=== block 1 ===
Fig. 1: block 1, clock routing
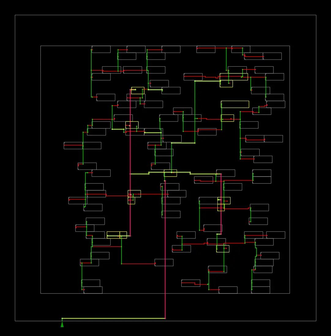

File: config.mk
export PLATFORM = sky130hd
export DESIGN_NAME = mul_sequencer_flat
export DESIGN_NICKNAME = d
export VERILOG_FILES = /design/src/rtl/mul_pkg.sv /design/src/rtl/mul_sequencer_if.sv /design/src/rtl/mul_datapath.sv /design/src/rtl/mul_sequencer.sv /design/src/flat_wrapper.sv
export SDC_FILE = /design/constraint.sdc
export NUM_CORES = 1
export LEC_CHECK = 0
export CORE_AREA = 10 10 109 111
export DETAILED_ROUTE_END_ITERATION = 10
export DIE_AREA = 0 0 119 121
export PLACE_DENSITY_LB_ADDON = 0.08
export SLEW_MARGIN = 5
export SYNTH_ARGS = -nofsm -noshare
export SYNTH_HDL_FRONTEND = slang
export SYNTH_SLANG_ARGS = --single-unit
File: constraint.sdc
create_clock -name clk -period 3.2 [get_ports clk]
set_clock_uncertainty 0.1 [all_clocks]
set_input_delay 0.96 -clock clk [delete_from_list [all_inputs] [get_ports clk]]
set_output_delay 0.96 -clock clk [all_outputs]
set_load 0.01 [all_outputs]
File: src/rtl/mul_pkg.sv
// Shared definitions for the shift-add multiply unit: FSM states,
// default operand width and the iteration-counter width helper.
package mul_pkg;

    localparam int DEFAULT_WIDTH = 16;

    typedef enum logic [1:0] {
        IDLE = 2'd0,
        RUN  = 2'd1,
        FIX  = 2'd2,
        DONE = 2'd3
    } state_e;

    function automatic int cnt_width(input int w);
        return (w > 1) ? $clog2(w) : 1;
    endfunction

    localparam int CNT_W = cnt_width(DEFAULT_WIDTH);

endpackage

File: src/rtl/mul_sequencer_if.sv
// Start/busy/done request channel between the EX stage (master) and the
// multiply unit (slave).
interface mul_sequencer_if #(
    parameter int WIDTH = 16
) ();
    logic                 start;
    logic                 signed_op;
    logic [WIDTH-1:0]     a;
    logic [WIDTH-1:0]     b;
    logic                 flush;
    logic                 busy;
    logic                 done;
    logic [2*WIDTH-1:0]   product;

    modport master (
        output start, signed_op, a, b, flush,
        input  busy, done, product
    );

    modport slave (
        input  start, signed_op, a, b, flush,
        output busy, done, product
    );
endinterface

File: src/rtl/mul_datapath.sv
// Shift-add datapath: operand magnitudes, partial-product register P,
// (W+1)-bit accumulate adder and the sign-corrected product register.
module mul_datapath
    import mul_pkg::*;
#(
    parameter int WIDTH = DEFAULT_WIDTH
) (
    input  logic                 clk,
    input  logic                 rst,
    input  logic                 load,
    input  logic                 step,
    input  logic                 fix,
    input  logic                 signed_op,
    input  logic                 neg,
    input  logic [WIDTH-1:0]     a,
    input  logic [WIDTH-1:0]     b,
    output logic [2*WIDTH-1:0]   product
);

    // The most-negative value negates to itself, which read unsigned is 2^(W-1).
    function automatic logic [WIDTH-1:0] magnitude(input logic [WIDTH-1:0] v,
                                                   input logic is_signed);
        if (is_signed && v[WIDTH-1]) begin
            return (~v) + {{(WIDTH-1){1'b0}}, 1'b1};
        end else begin
            return v;
        end
    endfunction

    logic [WIDTH-1:0]   mcand_d, mcand_q;
    logic [2*WIDTH-1:0] p_d, p_q;
    logic [2*WIDTH-1:0] product_d, product_q;
    logic [WIDTH:0]     addend_s;
    logic [WIDTH:0]     sum_s;

    // Next-state for multiplicand, partial product and result
    always_comb begin
        mcand_d   = mcand_q;
        p_d       = p_q;
        product_d = product_q;
        addend_s  = p_q[0] ? {1'b0, mcand_q} : {(WIDTH+1){1'b0}};
        sum_s     = {1'b0, p_q[2*WIDTH-1:WIDTH]} + addend_s;
        if (load) begin
            mcand_d = magnitude(a, signed_op);
            p_d     = {{WIDTH{1'b0}}, magnitude(b, signed_op)};
        end else if (step) begin
            // {carry, upper half} after the add, shifted right as one 2W+1 word
            p_d = {sum_s, p_q[WIDTH-1:1]};
        end else begin
            p_d = p_q;
        end
        if (fix) begin
            product_d = neg ? ((~p_q) + {{(2*WIDTH-1){1'b0}}, 1'b1}) : p_q;
        end else begin
            product_d = product_q;
        end
    end

    // Datapath registers
    always_ff @(posedge clk) begin
        if (rst) begin
            mcand_q   <= {WIDTH{1'b0}};
            p_q       <= {(2*WIDTH){1'b0}};
            product_q <= {(2*WIDTH){1'b0}};
        end else begin
            mcand_q   <= mcand_d;
            p_q       <= p_d;
            product_q <= product_d;
        end
    end

    assign product = product_q;

endmodule

File: src/rtl/mul_sequencer.sv
// Multi-cycle multiply control: FSM, iteration counter, result sign and
// the registered busy/done handshake towards the pipeline.
module mul_sequencer
    import mul_pkg::*;
#(
    parameter int WIDTH = DEFAULT_WIDTH
) (
    input  logic            clk,
    input  logic            rst,
    mul_sequencer_if.slave  bus
);

    localparam int               CW       = cnt_width(WIDTH);
    localparam logic [CW-1:0]    CNT_LAST = CW'(WIDTH - 1);

    state_e          state_d, state_q;
    logic [CW-1:0]   cnt_d, cnt_q;
    logic            neg_d, neg_q;
    logic            busy_q, done_q;
    logic            load_s, step_s, fix_s;

    // Next-state and datapath strobes; flush aborts from any state
    always_comb begin
        state_d = state_q;
        cnt_d   = cnt_q;
        neg_d   = neg_q;
        load_s  = 1'b0;
        step_s  = 1'b0;
        fix_s   = 1'b0;
        if (bus.flush) begin
            state_d = IDLE;
        end else begin
            case (state_q)
                IDLE: begin
                    if (bus.start) begin
                        load_s  = 1'b1;
                        neg_d   = bus.signed_op & (bus.a[WIDTH-1] ^ bus.b[WIDTH-1]);
                        cnt_d   = {CW{1'b0}};
                        state_d = RUN;
                    end else begin
                        state_d = IDLE;
                    end
                end
                RUN: begin
                    step_s = 1'b1;
                    cnt_d  = cnt_q + {{(CW-1){1'b0}}, 1'b1};
                    if (cnt_q == CNT_LAST) begin
                        state_d = FIX;
                    end else begin
                        state_d = RUN;
                    end
                end
                FIX: begin
                    fix_s   = 1'b1;
                    state_d = DONE;
                end
                DONE:    state_d = IDLE;
                default: state_d = IDLE;
            endcase
        end
    end

    // Control registers; handshake outputs are registered from the next state
    always_ff @(posedge clk) begin
        if (rst) begin
            state_q <= IDLE;
            cnt_q   <= {CW{1'b0}};
            neg_q   <= 1'b0;
            busy_q  <= 1'b0;
            done_q  <= 1'b0;
        end else begin
            state_q <= state_d;
            cnt_q   <= cnt_d;
            neg_q   <= neg_d;
            busy_q  <= (state_d != IDLE);
            done_q  <= (state_d == DONE);
        end
    end

    assign bus.busy = busy_q;
    assign bus.done = done_q;

    mul_datapath #(.WIDTH(WIDTH)) u_datapath (
        .clk       (clk),
        .rst       (rst),
        .load      (load_s),
        .step      (step_s),
        .fix       (fix_s),
        .signed_op (bus.signed_op),
        .neg       (neg_d),
        .a         (bus.a),
        .b         (bus.b),
        .product   (bus.product)
    );

endmodule

File: src/flat_wrapper.sv
// flat-port wrapper written by rule: the top's interface ports become plain ports
module mul_sequencer_flat import mul_pkg::*;
#(
    parameter int WIDTH = DEFAULT_WIDTH
)
  (clk, rst, bus_start, bus_signed_op, bus_a, bus_b, bus_flush, bus_busy, bus_done, bus_product);
  mul_sequencer_if #(.WIDTH(WIDTH)) bus_i ();
  input  logic clk;
  input  logic rst;
  input wire logic [$bits(bus_i.start)-1:0] bus_start;
  input wire logic [$bits(bus_i.signed_op)-1:0] bus_signed_op;
  input wire logic [$bits(bus_i.a)-1:0] bus_a;
  input wire logic [$bits(bus_i.b)-1:0] bus_b;
  input wire logic [$bits(bus_i.flush)-1:0] bus_flush;
  output wire logic [$bits(bus_i.busy)-1:0] bus_busy;
  output wire logic [$bits(bus_i.done)-1:0] bus_done;
  output wire logic [$bits(bus_i.product)-1:0] bus_product;
  assign bus_i.start = bus_start;
  assign bus_i.signed_op = bus_signed_op;
  assign bus_i.a = bus_a;
  assign bus_i.b = bus_b;
  assign bus_i.flush = bus_flush;
  assign bus_busy = bus_i.busy;
  assign bus_done = bus_i.done;
  assign bus_product = bus_i.product;
  mul_sequencer #(.WIDTH(WIDTH)) u_core (.clk(clk), .rst(rst), .bus(bus_i));
endmodule
=== block 2 ===
**src/rtl/eq_arbiter.sv**
```systemverilog
// Two-requester arbiter sharing one external equality unit: IDLE grant -> CMP -> RSP, one compare in flight.
// Grant to rsp_valid is 2 cycles; rsp_ready low holds RSP and blocks all new grants until the handshake.
module eq_arbiter #(
    parameter int WIDTH = 32
) (
    input  logic             clk,
    input  logic             rst_n,
    input  logic             req0_valid,
    input  logic [WIDTH-1:0] req0_a,
    input  logic [WIDTH-1:0] req0_b,
    output logic             req0_ready,
    input  logic             req1_valid,
    input  logic [WIDTH-1:0] req1_a,
    input  logic [WIDTH-1:0] req1_b,
    output logic             req1_ready,
    output logic [WIDTH-1:0] cmp_a,
    output logic [WIDTH-1:0] cmp_b,
    input  logic             cmp_eq,
    output logic             rsp_valid,
    output logic             rsp_eq,
    output logic             rsp_id,
    input  logic             rsp_ready
);

    typedef enum logic [1:0] {
        IDLE = 2'd0,
        CMP  = 2'd1,
        RSP  = 2'd2
    } state_t;

    state_t           state_q, state_d;
    logic [WIDTH-1:0] a_q, a_d;
    logic [WIDTH-1:0] b_q, b_d;
    logic             eq_q, eq_d;
    logic             id_q, id_d;
    logic             last_q, last_d;
    logic             any_vld;
    logic             grant_id;

    // Tie goes to whichever requester was not served last.
    always_comb begin
        any_vld  = req0_valid | req1_valid;
        grant_id = req1_valid & (~req0_valid | ~last_q);
    end

    always_comb begin
        state_d    = state_q;
        a_d        = a_q;
        b_d        = b_q;
        eq_d       = eq_q;
        id_d       = id_q;
        last_d     = last_q;
        req0_ready = 1'b0;
        req1_ready = 1'b0;
        case (state_q)
            IDLE: begin
                // rst_n gating keeps ready low while reset holds the FSM in IDLE.
                if (any_vld && rst_n) begin
                    req0_ready = ~grant_id;
                    req1_ready = grant_id;
                    a_d        = grant_id ? req1_a : req0_a;
                    b_d        = grant_id ? req1_b : req0_b;
                    id_d       = grant_id;
                    last_d     = grant_id;
                    state_d    = CMP;
                end
            end
            CMP: begin
                eq_d    = cmp_eq;
                state_d = RSP;
            end
            RSP: begin
                if (rsp_ready) begin
                    state_d = IDLE;
                end
            end
            default: state_d = IDLE;
        endcase
    end

    always_ff @(posedge clk or negedge rst_n) begin
        if (!rst_n) begin
            state_q <= IDLE;
            a_q     <= '0;
            b_q     <= '0;
            eq_q    <= 1'b0;
            id_q    <= 1'b0;
            last_q  <= 1'b1;
        end else begin
            state_q <= state_d;
            a_q     <= a_d;
            b_q     <= b_d;
            eq_q    <= eq_d;
            id_q    <= id_d;
            last_q  <= last_d;
        end
    end

    assign cmp_a     = a_q;
    assign cmp_b     = b_q;
    assign rsp_valid = (state_q == RSP);
    assign rsp_eq    = eq_q;
    assign rsp_id    = id_q;

endmodule

```
**config.mk**
```make
export PLATFORM = sky130hd
export DESIGN_NAME = eq_arbiter
export DESIGN_NICKNAME = d
export VERILOG_FILES = /design/src/rtl/eq_arbiter.sv
export SDC_FILE = /design/constraint.sdc
export NUM_CORES = 1
export LEC_CHECK = 0
export CAP_MARGIN = 20
export CORE_MARGIN = 2
export CORE_UTILIZATION = 37
export DETAILED_ROUTE_END_ITERATION = 6
export PLACE_DENSITY = 0.8
export SLEW_MARGIN = 10
export SYNTH_ARGS = -nofsm -noshare
export SYNTH_HDL_FRONTEND = slang
export SYNTH_SLANG_ARGS = --single-unit
export TNS_END_PERCENT = 20
```
**constraint.sdc**
```tcl
create_clock -name clk -period 1.7 [get_ports clk]
set_clock_uncertainty 0.05 [all_clocks]
set_input_delay 0.17 -clock clk [delete_from_list [all_inputs] [get_ports clk]]
set_output_delay 0.17 -clock clk [all_outputs]
set_load 0.03 [all_outputs]
```

==> notes/layouts.md <==
Pictures saved along the way, in no particular order.

Cell density map.
image #1
Drawn at 4 px/um. 10 x 10 tiles, from white (low) to dark blue (high), 0 to 100% covered.
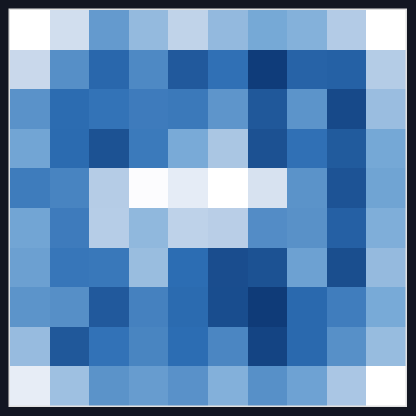
image #2
Drawn at 3 px/um. 12 x 12 tiles, from white (low) to dark blue (high), 0 to 100% covered.
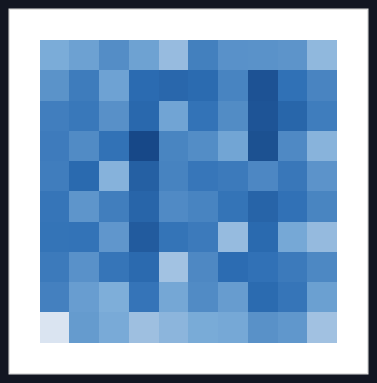
image #1: block 2
image #2: block 1
Of these, largest die: image #2

Key to image #1:
nearly empty tiles: 5.0%
mean over tiles: 57%
tiles over 75% full: 27%
densest ninth of the die: south

Fig. 2: block 1, clock network drawn from the DEF
Drawn at 3 px/um.
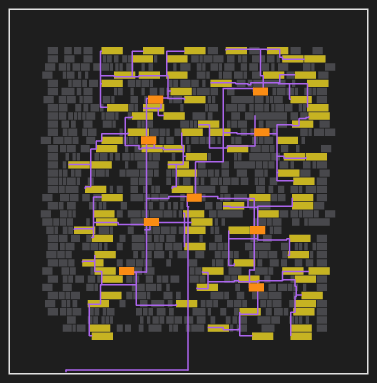
legend:
  purple:
    item: clock wires
    length: 1,060 um
  orange:
    item: clock drivers
    count: 9
  yellow:
    item: flip-flops
    count: 89
routed clock nets: 10
Clk Latency, worst-skew pair: 0.37 ns
clock group total power: 0.823 mW

Notes on Fig. 1 above:
Sink Count: 89
clock buffers: 9
flop count: 89
total CTS buffers: 9

==> impl_metrics.py, block 1 <==
# Metrics from the implementation run
metrics = {
    "finish": {
        "inverters": 10,
        "logic_area_mm2": 0.00341,
        "bufAreaShareNonClock_pct": 14.4,
        "antenna_cells": 0,
        "syn_to_final_growth_pct": 21.7,
    },
    "flow_run": {
        "drv_cap": 0,
    },
    "placement": {
        "pre_cts_slack_ns": 0.0109,
        "postPlaceCellArea_mm2": 0.00633,
    },
    "final_timing": {
        "rsz0062_at_grt": "no",
        "hold_violations": 0,
        "slew_headroom_pct": 54.2,
        "fin_ws_ns": 0.392,
        "whs_ns": 0.351,
    },
    "synth": {
        "ys.flops": 89,
        "synth_area_leader_cell": "dfxtp_1",
        "synth-xor-area-share_pct": 10.3,
        "synth-simple-area-share_pct": 23.2,
        "synth.most_common_cell": "nor2_1",
    },
    "clock_tree": {
        "clk_pin_slew_ns": 0.09,
    },
    "outcome": {
        "run_status": "finished clean",
    },
    "critical_path": {
        "end_kind": "flop",
        "critPathKind": "input pin to flop",
    },
    "global_routing": {
        "grt_util_met1_pct": 24.7,
        "track_usage_pct": 18.2,
    },
}
## block 1: where the power goes
group	switching [mW]	leakage [nW]	total, mW	internal (mW)
Combinational	0.237	1.52	0.426	0.189
Sequential	0.0341	0.722	1.17	1.14
Clock	0.393	0.0934	0.823	0.431
Total	0.664	2.34	2.42	1.76
## block 1: critical path, delay by kind of cell
family	cells	cell delay, ns
AND/OR/NAND/NOR	3	0.73
XOR/XNOR	1	0.09
AND-OR/OR-AND	2	0.41
buffers and inverters	3	0.80
## block 1: worst paths after layout
kind                            startpoint                             to  slack [ns]  cells past startpoint
min reg2reg  u_core.u_datapath.product[30]  u_core.u_datapath.product[30]        0.35                      2
min          u_core.u_datapath.product[30]  u_core.u_datapath.product[30]        0.35                      2
max                              bus_flush  u_core.u_datapath.product[19]        0.39                      9
max reg2reg      u_core.u_datapath.p_q[16]      u_core.u_datapath.p_q[29]        0.52                      9
## block 1: sequential cells by signal, indices dropped and copies added, names as in the netlist
signal                     cells
u_core.bus.busy                1
u_core.bus.done                1
u_core.cnt_q                   4
u_core.neg_q                   1
u_core.state_q                 2
u_core.u_datapath.mcand_q     16
u_core.u_datapath.p_q         32
u_core.u_datapath.product     32
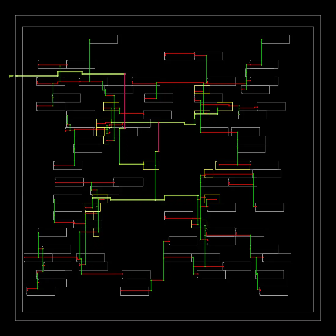
Fig. 3. Clock routing (block 2).
total CTS buffers: 9
flop count: 69
Clk Latency, worst-skew pair: 0.33 ns
clock group total power: 1.34 mW

==> impl_metrics.py, block 2 <==
# Metrics from the implementation run
metrics = {
    "outcome": {
        "run_status": "finished clean",
    },
    "final_timing": {
        "slew_headroom_pct": 43.0,
        "worstMarginPinSlew_ns": 0.854,
        "hold_violations": 0,
        "final-setup-viol-count": 0,
    },
    "finish": {
        "logic_area_mm2": 0.00142,
        "multi_input_comb_cells": 141,
        "register_area_mm2": 0.00173,
        "antenna_cells": 0,
        "bufAreaShareNonClock_pct": 38.7,
    },
    "critical_path": {
        "reg2reg_from": "state_q[0]",
        "r2r_slack_ns": 0.13,
        "path_buffers": 1,
    },
    "die": {
        "rows": 34,
        "fp-utilization_pct": 38.2,
    },
    "clock_tree": {
        "cts_tree": "done",
    },
    "pwr": {
        "combinationalPowerShare_pct": 55.5,
        "p_per_area_mw_per_mm2": 1640,
    },
    "detailed_routing": {
        "drt_first_iter_violations": 103,
        "routed_wl_um": 10800,
    },
    "global_routing": {
        "grt_max_degree": 70,
        "use_met2_pct": 38.2,
    },
    "synth": {
        "ys.flops": 69,
        "yosys_warnings": 0,
    },
}
-- block 2: sequential cells by signal, indices dropped and copies added (netlist names) --
name / flops
state_q: 2
rsp_id: 1
cmp_a: 32
last_q: 1
cmp_b: 32
rsp_eq: 1
-- block 2: power by group through the flow --
stage	clock network, mW	registers [mW]	logic, mW
after floorplan	0	4.24	1.59
after global placement	0	2.84	5.16
after detailed placement	0	2.87	5.25
after CTS	1.37	2.85	5.25
after global routing	1.46	2.94	5.46
final	1.34	2.85	5.22
-- block 2: cell families after synthesis --
group	share of synthesized area, %
flip-flops	51.9
buffers and inverters	6.24
AND-OR/OR-AND	40.3
multiplexers	0.338
AND/OR/NAND/NOR	1.20
-- block 2: cells in the mapped netlist, drive strengths merged --
master | instances | area share [%]
nor3b | 1 | 0.38
nand3 | 1 | 0.15
o32ai | 64 | 17
dfstp | 1 | 0.79
a2bb2oi | 64 | 22
a21bo | 1 | 0.30
o21ai | 4 | 0.60
buf | 26 | 4.7
mux2 | 1 | 0.34
a21oi | 1 | 0.15
inv | 6 | 0.68
nand2 | 1 | 0.11
nor2b | 1 | 0.19
nand2b | 2 | 0.38
dfrtp | 68 | 51
clkbuf | 8 | 0.90


==> screenshots <==
Metal 1.
Plate I
Drawn at 2 px/um. Supply wires on this layer in gray.
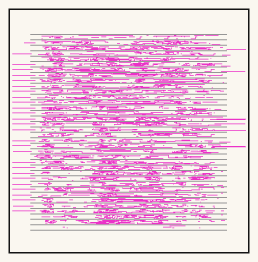
Plate II
Drawn at 3 px/um. Supply wires on this layer in gray.
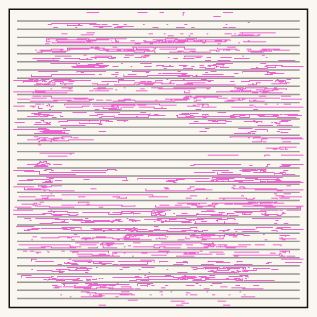
- largest die: Plate I
Plate I -> block 1
Plate II -> block 2

No activity file was given, so power comes from the tool's default toggle rates.
